=== relu_backprop_gate ===
Figure 1. Signal metal coverage by tile (relu_backprop_gate).
(4 px per um) 17 x 17 tiles, from dark purple (low) to yellow (high), scaled to the fullest tile. Values are wire area over tile area, all layers added.
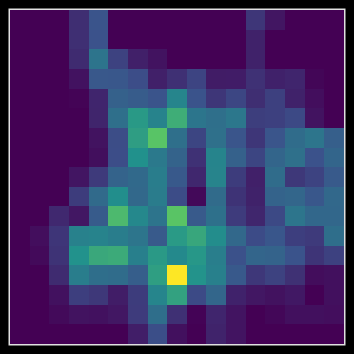
Figure 2. Sizing map (relu_backprop_gate).
(3 px per um)
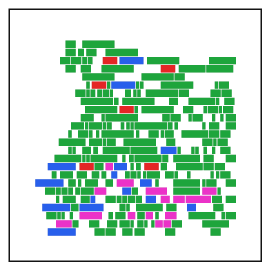
### config.mk
export PLATFORM = sky130hd
export DESIGN_NAME = relu_backprop_gate
export DESIGN_NICKNAME = d
export VERILOG_FILES = /design/src/rtl/nn_pkg.sv /design/src/rtl/relu_backprop_gate_bit_fifo.sv /design/src/rtl/relu_backprop_gate.sv
export SDC_FILE = /design/constraint.sdc
export NUM_CORES = 1
export LEC_CHECK = 0
export CORE_MARGIN = 8
export CORE_UTILIZATION = 47
export CTS_CLUSTER_SIZE = 8
export DETAILED_ROUTE_END_ITERATION = 8
export PLACE_DENSITY = 0.86
export SKIP_CTS_REPAIR_TIMING = 1
export SLEW_MARGIN = 0
export SYNTH_ARGS = -nofsm -noshare
export SYNTH_HDL_FRONTEND = slang
export SYNTH_HIERARCHICAL = 1
export SYNTH_SLANG_ARGS = --single-unit
### constraint.sdc
create_clock -name clk -period 3.35 [get_ports clk]
set_input_delay 0.67 -clock clk [delete_from_list [all_inputs] [get_ports clk]]
set_output_delay 0.67 -clock clk [all_outputs]
set_load 0.05 [all_outputs]
### src/rtl/nn_pkg.sv
// Shared neural-network datapath constants and the ReLU derivative rule,
// reused by the forward ReLU, this backward gate and future leaky/clipped variants.
package nn_pkg;

    localparam int unsigned NN_DATA_W = 8;
    localparam int unsigned IS_POS_W  = 32;

    // Callers sign-extend narrower values; zero counts as non-positive, so d/dx at 0 is 0.
    function automatic logic is_pos(input logic signed [IS_POS_W-1:0] x);
        return x > 0;
    endfunction

endpackage

### src/rtl/relu_backprop_gate_bit_fifo.sv
// In-order 1-bit FIFO holding ReLU derivative masks between the forward and backward passes.
module bit_fifo #(
    parameter int unsigned DEPTH = 16,
    parameter int unsigned CNT_W = $clog2(DEPTH + 1)
) (
    input  logic             clk,
    input  logic             rst,
    input  logic             flush,
    input  logic             push,
    input  logic             din,
    input  logic             pop,
    output logic             dout,
    output logic [CNT_W-1:0] count,
    output logic             full,
    output logic             empty
);

    localparam int unsigned PTR_W = (DEPTH > 1) ? $clog2(DEPTH) : 1;

    logic [DEPTH-1:0] mem;
    logic [PTR_W-1:0] wr_ptr;
    logic [PTR_W-1:0] rd_ptr;
    logic             push_en;
    logic             pop_en;

    assign full    = (count == CNT_W'(DEPTH));
    assign empty   = (count == '0);
    // No bypass: full blocks push and empty blocks pop regardless of the other side.
    assign push_en = push && !full && !flush;
    assign pop_en  = pop && !empty && !flush;
    assign dout    = mem[rd_ptr];

    always_ff @(posedge clk or posedge rst) begin
        if (rst) begin
            wr_ptr <= '0;
            rd_ptr <= '0;
            count  <= '0;
        end else if (flush) begin
            wr_ptr <= '0;
            rd_ptr <= '0;
            count  <= '0;
        end else begin
            if (push_en) begin
                wr_ptr <= wr_ptr + PTR_W'(1);
            end
            if (pop_en) begin
                rd_ptr <= rd_ptr + PTR_W'(1);
            end
            if (push_en && !pop_en) begin
                count <= count + CNT_W'(1);
            end else if (pop_en && !push_en) begin
                count <= count - CNT_W'(1);
            end
        end
    end

    always_ff @(posedge clk) begin
        if (push_en) begin
            mem[wr_ptr] <= din;
        end
    end

endmodule

### src/rtl/relu_backprop_gate.sv
// Backward ReLU gate: passes each gradient where the recorded forward input was
// strictly positive, else zero, with a one-deep registered output stage.
module relu_backprop_gate
    import nn_pkg::*;
#(
    parameter int unsigned DATA_W = NN_DATA_W,
    parameter int unsigned DEPTH  = 16,
    parameter int unsigned CNT_W  = $clog2(DEPTH + 1)
) (
    input  logic              clk,
    input  logic              rst,
    input  logic              flush,
    input  logic              fwd_valid,
    output logic              fwd_ready,
    input  logic [DATA_W-1:0] fwd_data,
    input  logic              grad_in_valid,
    output logic              grad_in_ready,
    input  logic [DATA_W-1:0] grad_in_data,
    output logic              grad_out_valid,
    input  logic              grad_out_ready,
    output logic [DATA_W-1:0] grad_out_data,
    output logic [CNT_W-1:0]  mask_count,
    output logic              mask_full,
    output logic              mask_empty
);

    logic push;
    logic accept;
    logic mask_in;
    logic mask_head;

    assign mask_in       = is_pos(IS_POS_W'($signed(fwd_data)));
    assign fwd_ready     = !mask_full;
    assign grad_in_ready = !mask_empty && (!grad_out_valid || grad_out_ready);
    assign push          = fwd_valid && fwd_ready;
    assign accept        = grad_in_valid && grad_in_ready;

    bit_fifo #(
        .DEPTH (DEPTH),
        .CNT_W (CNT_W)
    ) u_mask_fifo (
        .clk   (clk),
        .rst   (rst),
        .flush (flush),
        .push  (push),
        .din   (mask_in),
        .pop   (accept),
        .dout  (mask_head),
        .count (mask_count),
        .full  (mask_full),
        .empty (mask_empty)
    );

    // Data is left untouched when the stage drains or flushes; only valid drops.
    always_ff @(posedge clk or posedge rst) begin
        if (rst) begin
            grad_out_valid <= 1'b0;
            grad_out_data  <= '0;
        end else if (flush) begin
            grad_out_valid <= 1'b0;
        end else if (accept) begin
            grad_out_valid <= 1'b1;
            grad_out_data  <= mask_head ? grad_in_data : '0;
        end else if (grad_out_ready) begin
            grad_out_valid <= 1'b0;
        end
    end

endmodule

==> results.txt <==
Status on the layout run. The run finished with clean final reports. Walking the worst path, the cells encountered are or4_4 -> nor2_4 -> clkdlybuf4s50_1. After its last routability iteration, the placer logged a weighted congestion of 0.8208. I/O pin count landed at 40. Looking at the cell usage after synthesis, the top flip-flop cell is sky130_fd_sc_hd__dfrtp_1.

All-layer global routing usage landed at 13.28%. Utilization after layout landed at 61.99%. Per the area breakdown, the dominant cell category is flip-flops and latches.

After routing, the total negative slack on setup checks comes to 0 ps. Sequential cell area share landed at 38.12%. Number of levels the H-tree was split into landed at 2. Max-cap violations in this run came to 0. Summed over all instances, the cell type with the most area after synthesis is sky130_fd_sc_hd__dfrtp_1. Number of buffers outside the clock class in the layout landed at 44. Sum of internal, switching and leakage power landed at 2.154 mW. Fraction of final layout cells with drive strength greater than 1 landed at 14.81%.
Notes on Figure 1 above:
The fullest tile reaches 0.60. The emptiest ninth of the die: top right. 6.2% of the tiles are over half the peak. The mean over all tiles is 0.11. The densest ninth of the die: middle.
detailed-route wire length: 4636 um
routed vias: 1,581
Avg WL per Cell: 15.72 um

Notes on Figure 2 above:
Key: green = drive 1 or less [cells 207]; magenta = drive 3 to 4 [cells 15]; blue = drive 2 [cells 15]; red = drive 6 and up [cells 6]

-- flip-flops by register name, indices dropped and copies added, names as in the netlist --
register	count
grad_out_valid	1
u_mask_fifo/wr_ptr	4
u_mask_fifo/mem	16
u_mask_fifo/rd_ptr	4
grad_out_data	8
u_mask_fifo/count	5
-- worst max-delay path by stage --
stage | end | slack (ps)
floorplan | u_mask_fifo/count[4]$_DFFE_PP0P_ | -50
global placement | u_mask_fifo/count[4]$_DFFE_PP0P_ | 340
detailed placement | u_mask_fifo/count[4]$_DFFE_PP0P_ | 260
CTS | mask_empty | 230
global route | u_mask_fifo/count[4]$_DFFE_PP0P_ | 190
finish | mask_empty | 260
-- Yosys cell counts (all sizes together), types with 2 or more instances --
cell type  number
a211oi          2
a21o            3
a21oi           6
a221oi          2
and2            2
buf             5
clkbuf          4
dfrtp          22
edfxtp         16
ha              9
inv            20
mux2i          17
mux4            2
nand2          23
nand2b          3
nand3           3
nor2           21
nor2b           4
nor3            7
nor4            4
o21ai           5
or4             3
xnor2           4
xor2            2

=== sort_arbiter ===
Figure 3. A small window of the routed layout (sort_arbiter).
Region (23, 37) to (73, 87) um. Cells in gray, sequential cells in the stronger gray; small squares are vias.
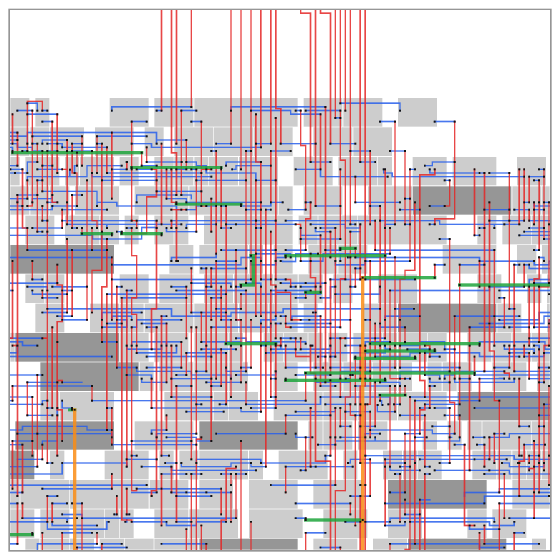
Figure 4. Sizing map (sort_arbiter).
(3 px per um)
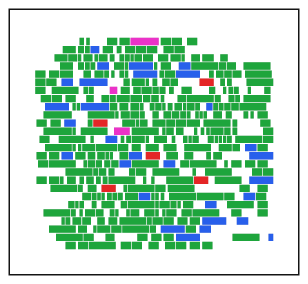
Figure 5. Signal metal coverage by tile (sort_arbiter).
(4 px per um) 19 x 18 tiles, from dark purple (low) to yellow (high), scaled to the fullest tile. Values are wire area over tile area, all layers added.
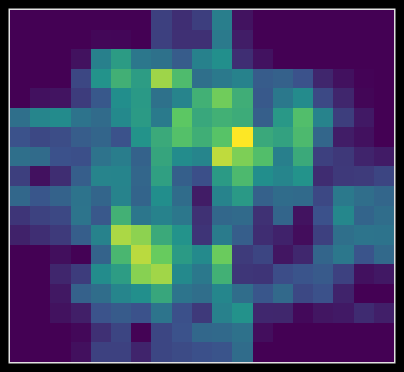
--- src/rtl/sort_pkg.sv ---
// Shared types and constants for the sort_arbiter block and its round-robin picker.
package sort_pkg;

    typedef enum logic [1:0] {
        IDLE_S  = 2'd0,
        GRANT_S = 2'd1,
        DROP_S  = 2'd2
    } state_t;

    localparam int DROP_CNT_W = 16;

    // Adds up to 16 discards in one cycle and clamps at all-ones.
    function automatic logic [DROP_CNT_W-1:0] sat_add(input logic [DROP_CNT_W-1:0] cnt,
                                                      input logic [4:0]            inc);
        logic [DROP_CNT_W:0] sum;
        sum = {1'b0, cnt} + {{(DROP_CNT_W - 4){1'b0}}, inc};
        return sum[DROP_CNT_W] ? '1 : sum[DROP_CNT_W-1:0];
    endfunction

endpackage

--- src/rtl/rr_picker.sv ---
// Combinational round-robin picker: lowest distance above ptr_i (wrapping) wins.
module rr_picker #(
    parameter int NUM_SRC = 4,
    parameter int IW      = $clog2(NUM_SRC)
) (
    input  logic [NUM_SRC-1:0] req_i,
    input  logic [IW-1:0]      ptr_i,
    output logic [NUM_SRC-1:0] gnt_o,
    output logic [IW-1:0]      idx_o
);

    logic [IW-1:0] cand;

    // Walk from farthest to nearest so the nearest requester is written last and wins.
    always_comb begin
        gnt_o = '0;
        idx_o = '0;
        cand  = '0;
        for (int k = NUM_SRC; k >= 1; k--) begin
            cand = IW'((int'(ptr_i) + k) % NUM_SRC);
            if (req_i[cand]) begin
                gnt_o       = '0;
                gnt_o[cand] = 1'b1;
                idx_o       = cand;
            end
        end
    end

endmodule

--- src/rtl/sort_arbiter.sv ---
// Packet-granular round-robin arbiter sharing one sorting engine between NUM_SRC
// Avalon-ST requesters, with length truncation and stray-beat discard counting.
module sort_arbiter
    import sort_pkg::*;
#(
    parameter int DWIDTH      = 8,
    parameter int NUM_SRC     = 4,
    parameter int MAX_PKT_LEN = 256
) (
    input  logic                             clk_i,
    input  logic                             arst_n_i,
    input  logic [NUM_SRC-1:0][DWIDTH-1:0]   snk_data_i,
    input  logic [NUM_SRC-1:0]               snk_startofpacket_i,
    input  logic [NUM_SRC-1:0]               snk_endofpacket_i,
    input  logic [NUM_SRC-1:0]               snk_valid_i,
    output logic [NUM_SRC-1:0]               snk_ready_o,
    output logic [DWIDTH-1:0]                src_data_o,
    output logic                             src_startofpacket_o,
    output logic                             src_endofpacket_o,
    output logic                             src_valid_o,
    input  logic                             src_ready_i,
    output logic [$clog2(NUM_SRC)-1:0]       grant_id_o,
    output logic                             busy_o,
    output logic [DROP_CNT_W-1:0]            drop_cnt_o
);

    localparam int              IW        = $clog2(NUM_SRC);
    localparam int              BW        = $clog2(MAX_PKT_LEN + 1);
    localparam logic [BW-1:0]   LAST_BEAT = BW'(MAX_PKT_LEN - 1);

    state_t                 state_q, state_d;
    logic [IW-1:0]          owner_q, owner_d;
    logic [IW-1:0]          rr_ptr_q, rr_ptr_d;
    logic [BW-1:0]          beat_cnt_q, beat_cnt_d;
    logic [DROP_CNT_W-1:0]  drop_cnt_q, drop_cnt_d;
    logic                   src_valid_q, src_valid_d;
    logic                   src_sop_q, src_sop_d;
    logic                   src_eop_q, src_eop_d;
    logic [DWIDTH-1:0]      src_data_q, src_data_d;

    logic [NUM_SRC-1:0]     req;
    logic [NUM_SRC-1:0]     pick_gnt;
    logic [IW-1:0]          pick_idx;
    logic                   busy;
    logic                   out_free;
    logic [4:0]             drop_inc;

    assign req  = snk_valid_i & snk_startofpacket_i;
    assign busy = (state_q != IDLE_S);

    rr_picker #(
        .NUM_SRC (NUM_SRC),
        .IW      (IW)
    ) u_rr_picker (
        .req_i (req),
        .ptr_i (rr_ptr_q),
        .gnt_o (pick_gnt),
        .idx_o (pick_idx)
    );

    always_comb begin
        // NOTE: every combinational output gets a default first, so no path can infer a latch.
        state_d     = state_q;
        owner_d     = owner_q;
        rr_ptr_d    = rr_ptr_q;
        beat_cnt_d  = beat_cnt_q;
        src_valid_d = src_valid_q;
        src_sop_d   = src_sop_q;
        src_eop_d   = src_eop_q;
        src_data_d  = src_data_q;
        snk_ready_o = '0;
        drop_inc    = '0;
        out_free    = !src_valid_q || src_ready_i;

        if (out_free) src_valid_d = 1'b0;

        // Stray beats from anyone but the active owner are swallowed in every state.
        for (int i = 0; i < NUM_SRC; i++) begin
            if (snk_valid_i[i] && !snk_startofpacket_i[i] && !(busy && owner_q == IW'(i))) begin
                snk_ready_o[i] = 1'b1;
                drop_inc       = drop_inc + 5'd1;
            end
        end

        unique case (state_q)
            IDLE_S: begin
                if (|pick_gnt) begin
                    owner_d    = pick_idx;
                    rr_ptr_d   = pick_idx;
                    beat_cnt_d = '0;
                    state_d    = GRANT_S;
                end
            end
            GRANT_S: begin
                snk_ready_o[owner_q] = out_free;
                if (out_free && snk_valid_i[owner_q]) begin
                    src_valid_d = 1'b1;
                    src_data_d  = snk_data_i[owner_q];
                    src_sop_d   = snk_startofpacket_i[owner_q] && (beat_cnt_q == '0);
                    src_eop_d   = snk_endofpacket_i[owner_q] || (beat_cnt_q == LAST_BEAT);
                    beat_cnt_d  = beat_cnt_q + BW'(1);
                    if (snk_endofpacket_i[owner_q]) state_d = IDLE_S;
                    else if (beat_cnt_q == LAST_BEAT) state_d = DROP_S;
                end
            end
            DROP_S: begin
                snk_ready_o[owner_q] = 1'b1;
                if (snk_valid_i[owner_q]) begin
                    drop_inc = drop_inc + 5'd1;
                    if (snk_endofpacket_i[owner_q]) state_d = IDLE_S;
                end
            end
            default: state_d = IDLE_S;
        endcase

        drop_cnt_d = sat_add(drop_cnt_q, drop_inc);
    end

    // NOTE: state registers use non-blocking assignments so every flop samples pre-edge values.
    always_ff @(posedge clk_i or negedge arst_n_i) begin
        if (!arst_n_i) begin
            state_q     <= IDLE_S;
            owner_q     <= '0;
            rr_ptr_q    <= IW'(NUM_SRC - 1);
            beat_cnt_q  <= '0;
            drop_cnt_q  <= '0;
            src_valid_q <= 1'b0;
            src_sop_q   <= 1'b0;
            src_eop_q   <= 1'b0;
            src_data_q  <= '0;
        end else begin
            state_q     <= state_d;
            owner_q     <= owner_d;
            rr_ptr_q    <= rr_ptr_d;
            beat_cnt_q  <= beat_cnt_d;
            drop_cnt_q  <= drop_cnt_d;
            src_valid_q <= src_valid_d;
            src_sop_q   <= src_sop_d;
            src_eop_q   <= src_eop_d;
            src_data_q  <= src_data_d;
        end
    end

    assign src_data_o          = src_data_q;
    assign src_startofpacket_o = src_sop_q;
    assign src_endofpacket_o   = src_eop_q;
    assign src_valid_o         = src_valid_q;
    assign grant_id_o          = busy ? owner_q : rr_ptr_q;
    assign busy_o              = busy;
    assign drop_cnt_o          = drop_cnt_q;

endmodule

--- config.mk ---
export PLATFORM = sky130hd
export DESIGN_NAME = sort_arbiter
export DESIGN_NICKNAME = d
export VERILOG_FILES = /design/src/rtl/sort_pkg.sv /design/src/rtl/rr_picker.sv /design/src/rtl/sort_arbiter.sv
export SDC_FILE = /design/constraint.sdc
export NUM_CORES = 1
export LEC_CHECK = 0
export CAP_MARGIN = 20
export CORE_ASPECT_RATIO = 0.9
export CORE_MARGIN = 8
export CORE_UTILIZATION = 53
export DETAILED_ROUTE_END_ITERATION = 8
export PLACE_DENSITY = 0.86
export SYNTH_ARGS = -nofsm -noshare
export SYNTH_HDL_FRONTEND = slang
export SYNTH_SLANG_ARGS = --single-unit
--- constraint.sdc ---
create_clock -name clk_i -period 13.1 [get_ports clk_i]
set_input_delay 2.62 -clock clk_i [delete_from_list [all_inputs] [get_ports clk_i]]
set_output_delay 2.62 -clock clk_i [all_outputs]
set_load 0.03 [all_outputs]
==> results.txt <==
Status on the layout run. IR analysis of the VDD net gives a maximum drop of 130.7 uV. Worst relative slew slack landed at 37.16%. Total negative slack landed at 0 ps. The final report gives the core utilization as 70.30%.

For the final database, setup skew stands at 10.64 ps. The cell count after synthesis came out at 308. Buffers added to address setup during post-CTS repair amount to 0. Depth of the worst register-to-register path landed at 18. Cell-internal power landed at 0.4545 mW. Among all cell classes, the greatest summed area belongs to combinational gates. According to the timing report, the critical path is captured at snk_ready_o[0]. Synthesized-area fraction occupied by adder cells landed at 8.439%. Looking at the reg2reg group, the worst path starts from state_q[0]$_DFFE_PN0P_. The flow ran to the end, and the final reports show no timing, DRC or antenna violations.

Per STA, the worst path accumulates the most delay in the family buffers and inverters. Number of vias in the routed layout landed at 2,734. The number of clock buffers added by TritonCTS is 5. Synthesized flop and latch total landed at 42. The longest incremental delay of any stage on the critical path is reported as 700 ps. Peak fanout along the critical path landed at 5. The switching component of the power was reported as 0.4003 mW. Sequential elements use 34.49% of the synthesized area. According to the floorplan report, the die width is 96.02 um.
Notes on Figure 3 above:
Key: green = met3; blue = met1; orange = met4; red = met2
180 logic cells have their middle in the window. Sequential cells in the window: 9. Most frequent: clkdlybuf4s50_1 (20), inv_1 (16), nand2_1 (16). Netlist names of flops here include beat_cnt_q (4), owner_q (2), rr_ptr_q (2).

Notes on Figure 4 above:
Key: magenta = drive 3 to 4 [cells 3]; blue = drive 2 [cells 29]; red = drive 6 and up [cells 5]; green = drive 1 or less [cells 347]

Notes on Figure 5 above:
The densest ninth of the die: middle. The fullest tile reaches 0.57. 23% of the tiles are nearly empty. 15% of the tiles are over half the peak. The mean over all tiles is 0.15.

[worst register-to-register path: cells and delay by family, from the launching register on]
family          cells  cell delay, ps
simple gates        5             960
xor+xnor            2             400
buf+inv             2             190
fa+ha+maj           5            1600
mux                 2             590
compound gates      2            1090
flops               1             400
[per-stage QoR]
step                cell area, um^2  setup WS (ps)  std cells
finish                         3956           5952        454
global route                   3956           5798        454
CTS                            3956           5966        454
detailed placement             3876           5772        446
global placement               3876           6034        446
floorplan                      3054           6885        308
[metal layers]
| layer | vias up | routed length [um] | track usage (%) |
|---|---|---|---|
| li1 | 1299 | - | - |
| met1 | 1328 | 3185 | 22.83 |
| met2 | 93 | 4077 | 33.70 |
| met3 | 14 | 544 | 5.141 |
| met4 | 0 | 140 | 7.392 |
| met5 | - | 0 | 0 |
[registers in the layout (all words and copies together) (netlist names), named ones only]
register             cells
src_endofpacket_o        1
src_startofpacket_o      1
src_data_o               8
rr_ptr_q                 2
state_q                  2
drop_cnt_o              16
owner_q                  2
beat_cnt_q               9

=== fp_twiddle_mul ===
**config.mk**
```make
export PLATFORM = sky130hd
export DESIGN_NAME = fp_twiddle_mul
export DESIGN_NICKNAME = d
export VERILOG_FILES = /design/src/rtl/fp_twiddle_mul_pkg.sv /design/src/rtl/fp_twiddle_mul_fp32_mul.sv /design/src/rtl/fp_twiddle_mul.sv
export SDC_FILE = /design/constraint.sdc
export NUM_CORES = 2
export LEC_CHECK = 0
export CAP_MARGIN = 20
export CORE_MARGIN = 5
export CORE_UTILIZATION = 35
export CTS_CLUSTER_SIZE = 14
export DETAILED_ROUTE_END_ITERATION = 7
export PLACE_DENSITY = 0.65
export SLEW_MARGIN = 20
export SYNTH_ARGS = -nofsm -noshare
export SYNTH_HDL_FRONTEND = slang
export SYNTH_SLANG_ARGS = --single-unit
```
**constraint.sdc**
```tcl
create_clock -name clk -period 28.9 [get_ports clk]
set_clock_uncertainty 0.1 [all_clocks]
set_input_delay 8.67 -clock clk [delete_from_list [all_inputs] [get_ports clk]]
set_output_delay 8.67 -clock clk [all_outputs]
set_load 0.05 [all_outputs]
```
**src/rtl/fp_twiddle_mul_pkg.sv**
```systemverilog
// Shared FP32 field layout, special encodings and controller state encoding
// for the twiddle multiplier.
package fp_twiddle_mul_pkg;
  localparam int SIGN_BIT = 31;
  localparam int EXP_MSB  = 30;
  localparam int EXP_LSB  = 23;
  localparam int FRAC_W   = 23;
  localparam int BIAS     = 127;

  localparam logic [31:0] POS_ZERO = 32'h0000_0000;
  localparam logic [30:0] INF_MAG  = 31'h7F80_0000;

  typedef enum logic [1:0] {
    IDLE = 2'd0,
    MUL  = 2'd1,
    DONE = 2'd2
  } state_e;
endpackage

```
**src/rtl/fp_twiddle_mul_fp32_mul.sv**
```systemverilog
// Combinational FP32 multiply: denormals flush to +0, truncation,
// underflow to +0, overflow saturates to signed infinity, no NaN handling.
module fp32_mul
  import fp_twiddle_mul_pkg::*;
(
  input  logic [31:0] a,
  input  logic [31:0] b,
  output logic [31:0] p
);
  logic [7:0]        ea_s;
  logic [7:0]        eb_s;
  logic              sign_s;
  logic [47:0]       mant_s;
  logic [24:0]       mant_hi_s;
  logic [22:0]       mant_lo_unused;
  logic [FRAC_W-1:0] frac_s;
  logic signed [9:0] exp_s;

  assign ea_s   = a[EXP_MSB:EXP_LSB];
  assign eb_s   = b[EXP_MSB:EXP_LSB];
  assign sign_s = a[SIGN_BIT] ^ b[SIGN_BIT];
  assign mant_s = {24'd0, 1'b1, a[FRAC_W-1:0]} * {24'd0, 1'b1, b[FRAC_W-1:0]};
  assign {mant_hi_s, mant_lo_unused} = mant_s;

  // A product of two [1,2) significands lies in [1,4); bit 47 picks the normalisation.
  assign frac_s = mant_hi_s[24] ? mant_hi_s[23:1] : mant_hi_s[22:0];
  assign exp_s  = $signed({2'b00, ea_s}) + $signed({2'b00, eb_s})
                - $signed(10'(BIAS)) + $signed({9'd0, mant_hi_s[24]});

  // Result selection with zero flush, underflow and saturation.
  always_comb begin
    p = POS_ZERO;
    if (ea_s == 8'd0 || eb_s == 8'd0) begin
      p = POS_ZERO;
    end else if (exp_s <= 10'sd0) begin
      p = POS_ZERO;
    end else if (exp_s >= 10'sd255) begin
      p = {sign_s, INF_MAG};
    end else begin
      p = {sign_s, exp_s[7:0], frac_s};
    end
  end
endmodule

```
**src/rtl/fp_twiddle_mul.sv**
```systemverilog
// Iterative complex twiddle multiplier: four real partial products computed
// one per cycle on a shared FP32 multiplier, presented together with a tag.
module fp_twiddle_mul
  import fp_twiddle_mul_pkg::*;
#(
  parameter int TAG_W = 8
) (
  input  logic             clk,
  input  logic             rst_n,
  input  logic             in_valid,
  output logic             in_ready,
  input  logic [31:0]      a_re,
  input  logic [31:0]      a_im,
  input  logic [31:0]      w_re,
  input  logic [31:0]      w_im,
  input  logic [TAG_W-1:0] in_tag,
  output logic             out_valid,
  input  logic             out_ready,
  output logic [31:0]      p_rr,
  output logic [31:0]      p_ii,
  output logic [31:0]      p_ri,
  output logic [31:0]      p_ir,
  output logic [TAG_W-1:0] out_tag
);
  state_e           state_q;
  logic [1:0]       cnt_q;
  logic             in_ready_q;
  logic             out_valid_q;
  logic [31:0]      a_re_q, a_im_q, w_re_q, w_im_q;
  logic [TAG_W-1:0] tag_q;
  logic [31:0]      p_rr_q, p_ii_q, p_ri_q, p_ir_q;
  logic [TAG_W-1:0] out_tag_q;
  logic [31:0]      op_a_s, op_b_s, prod_s;

  // Operand pair for the shared multiplier, ordered rr, ii, ri, ir.
  always_comb begin
    op_a_s = a_re_q;
    op_b_s = w_re_q;
    case (cnt_q)
      2'd0:    begin op_a_s = a_re_q; op_b_s = w_re_q; end
      2'd1:    begin op_a_s = a_im_q; op_b_s = w_im_q; end
      2'd2:    begin op_a_s = a_re_q; op_b_s = w_im_q; end
      2'd3:    begin op_a_s = a_im_q; op_b_s = w_re_q; end
      default: begin op_a_s = a_re_q; op_b_s = w_re_q; end
    endcase
  end

  fp32_mul u_mul (
    .a (op_a_s),
    .b (op_b_s),
    .p (prod_s)
  );

  // Controller, operand capture and product/output registers.
  always_ff @(posedge clk) begin
    if (!rst_n) begin
      state_q     <= IDLE;
      cnt_q       <= 2'd0;
      in_ready_q  <= 1'b1;
      out_valid_q <= 1'b0;
      a_re_q      <= 32'd0;
      a_im_q      <= 32'd0;
      w_re_q      <= 32'd0;
      w_im_q      <= 32'd0;
      tag_q       <= '0;
      p_rr_q      <= 32'd0;
      p_ii_q      <= 32'd0;
      p_ri_q      <= 32'd0;
      p_ir_q      <= 32'd0;
      out_tag_q   <= '0;
    end else begin
      case (state_q)
        IDLE: begin
          if (in_valid) begin
            a_re_q     <= a_re;
            a_im_q     <= a_im;
            w_re_q     <= w_re;
            w_im_q     <= w_im;
            tag_q      <= in_tag;
            cnt_q      <= 2'd0;
            in_ready_q <= 1'b0;
            state_q    <= MUL;
          end
        end
        MUL: begin
          case (cnt_q)
            2'd0:    p_rr_q <= prod_s;
            2'd1:    p_ii_q <= prod_s;
            2'd2:    p_ri_q <= prod_s;
            2'd3:    p_ir_q <= prod_s;
            default: p_rr_q <= p_rr_q;
          endcase
          if (cnt_q == 2'd3) begin
            out_valid_q <= 1'b1;
            out_tag_q   <= tag_q;
            cnt_q       <= 2'd0;
            state_q     <= DONE;
          end else begin
            cnt_q <= cnt_q + 2'd1;
          end
        end
        DONE: begin
          if (out_ready) begin
            out_valid_q <= 1'b0;
            in_ready_q  <= 1'b1;
            state_q     <= IDLE;
          end
        end
        default: begin
          out_valid_q <= 1'b0;
          in_ready_q  <= 1'b1;
          cnt_q       <= 2'd0;
          state_q     <= IDLE;
        end
      endcase
    end
  end

  assign in_ready  = in_ready_q;
  assign out_valid = out_valid_q;
  assign p_rr      = p_rr_q;
  assign p_ii      = p_ii_q;
  assign p_ri      = p_ri_q;
  assign p_ir      = p_ir_q;
  assign out_tag   = out_tag_q;
endmodule

```
Figure 6. Signal metal coverage by tile (fp_twiddle_mul).
(1 px per um) 30 x 30 tiles, from dark purple (low) to yellow (high), scaled to the fullest tile. Values are wire area over tile area, all layers added.
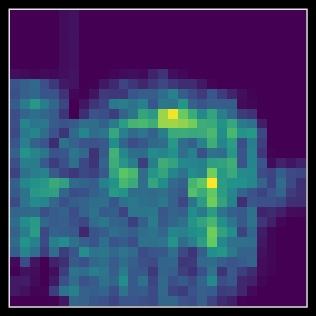
32% of the tiles are nearly empty. The densest ninth of the die: middle. The emptiest ninth of the die: top right. 10% of the tiles are over half the peak. The fullest tile reaches 0.80. The mean over all tiles is 0.18.

Figure 7. Power grid (fp_twiddle_mul).
(1.5 px per um) Pins as bars on the die edge.
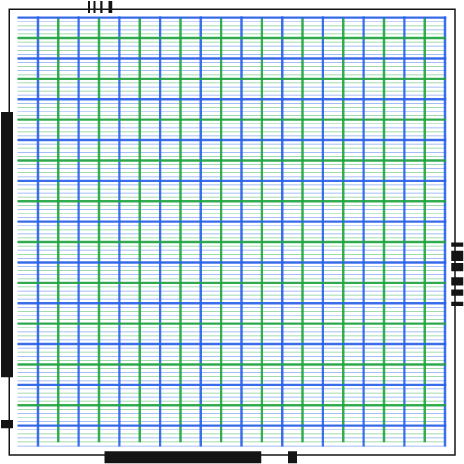
Key: green = VDD; blue = VSS
The core has 105 rows. 21 straps on met4.
Die Width: 296.2 um
core box area: 81,580 um^2
y dimension of the die: 296.2 um
Max rail drop VDD: 52.54 uV

==> results.txt <==
Status on the layout run. Proportion of cell area spent on the clock network landed at 3.157%. In this run the worst hold path is classified as reg -> reg. Share of the core filled by cells before placement landed at 35.13%.

Area figure in the yosys stat output landed at 28,660 um^2. The leakage power in the latest report is 14.85 nW. In the setup report, the worst path falls into the class reg -> reg. Number of buffers inserted for hold repair after clock tree synthesis landed at 0. Total buffers and inverters traversed by the critical path landed at 10. The worst setup path is captured at a register. Achievable clock frequency landed at 71.41 MHz. At the end of the flow the core is filled with cells to 41.05%. Non-clock inverter count in the final layout landed at 585. The run finished with clean final reports.

Maximum buffer depth of the clock tree landed at 3. Per the skew report, the later register of the worst-skew pair sees a clock latency of 590 ps. Per the layout report, the design carries 40 clock buffers. Pin count of the biggest net entering global routing landed at 84. Across all setup checks in the final design, the least slack found is 14,900 ps.
Figure 8. Cell placement (fp_twiddle_mul).
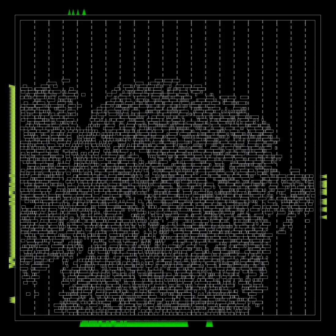
Fill cells: 8,126
non-filler instance count after layout: 4,660

[path summary, 6_finish.rpt]
check | end | cells past startpoint | startpoint | slack (ps)
min | p_ir[11]$_SDFFE_PN0P_ | 2 | p_ir[11]$_SDFFE_PN0P_ | 350
min reg2reg | p_ir[11]$_SDFFE_PN0P_ | 2 | p_ir[11]$_SDFFE_PN0P_ | 350
max | p_ii[3]$_SDFFE_PN0P_ | 36 | cnt_q[0]$_SDFFE_PN0P_ | 14900
max reg2reg | p_ii[3]$_SDFFE_PN0P_ | 36 | cnt_q[0]$_SDFFE_PN0P_ | 14900
[report_power, final]
part           total, mW  switching [mW]  internal [mW]  leakage, nW
clock network      0.412           0.168          0.244        0.515
logic              0.557           0.370          0.186         12.1
registers          0.404         0.00841          0.396         2.26
total               1.37           0.546          0.826         14.8
[flip-flops by register name (all words and copies together), names as in the netlist, 32 cells and up]
| register | flops |
|---|---|
| w_re_q | 32 |
| a_re_q | 32 |
| w_im_q | 32 |
| p_ri | 32 |
| a_im_q | 32 |
| p_rr | 32 |
| p_ir | 32 |
| p_ii | 32 |

Power figures rest on the tool's default switching activity, not on a simulated workload.
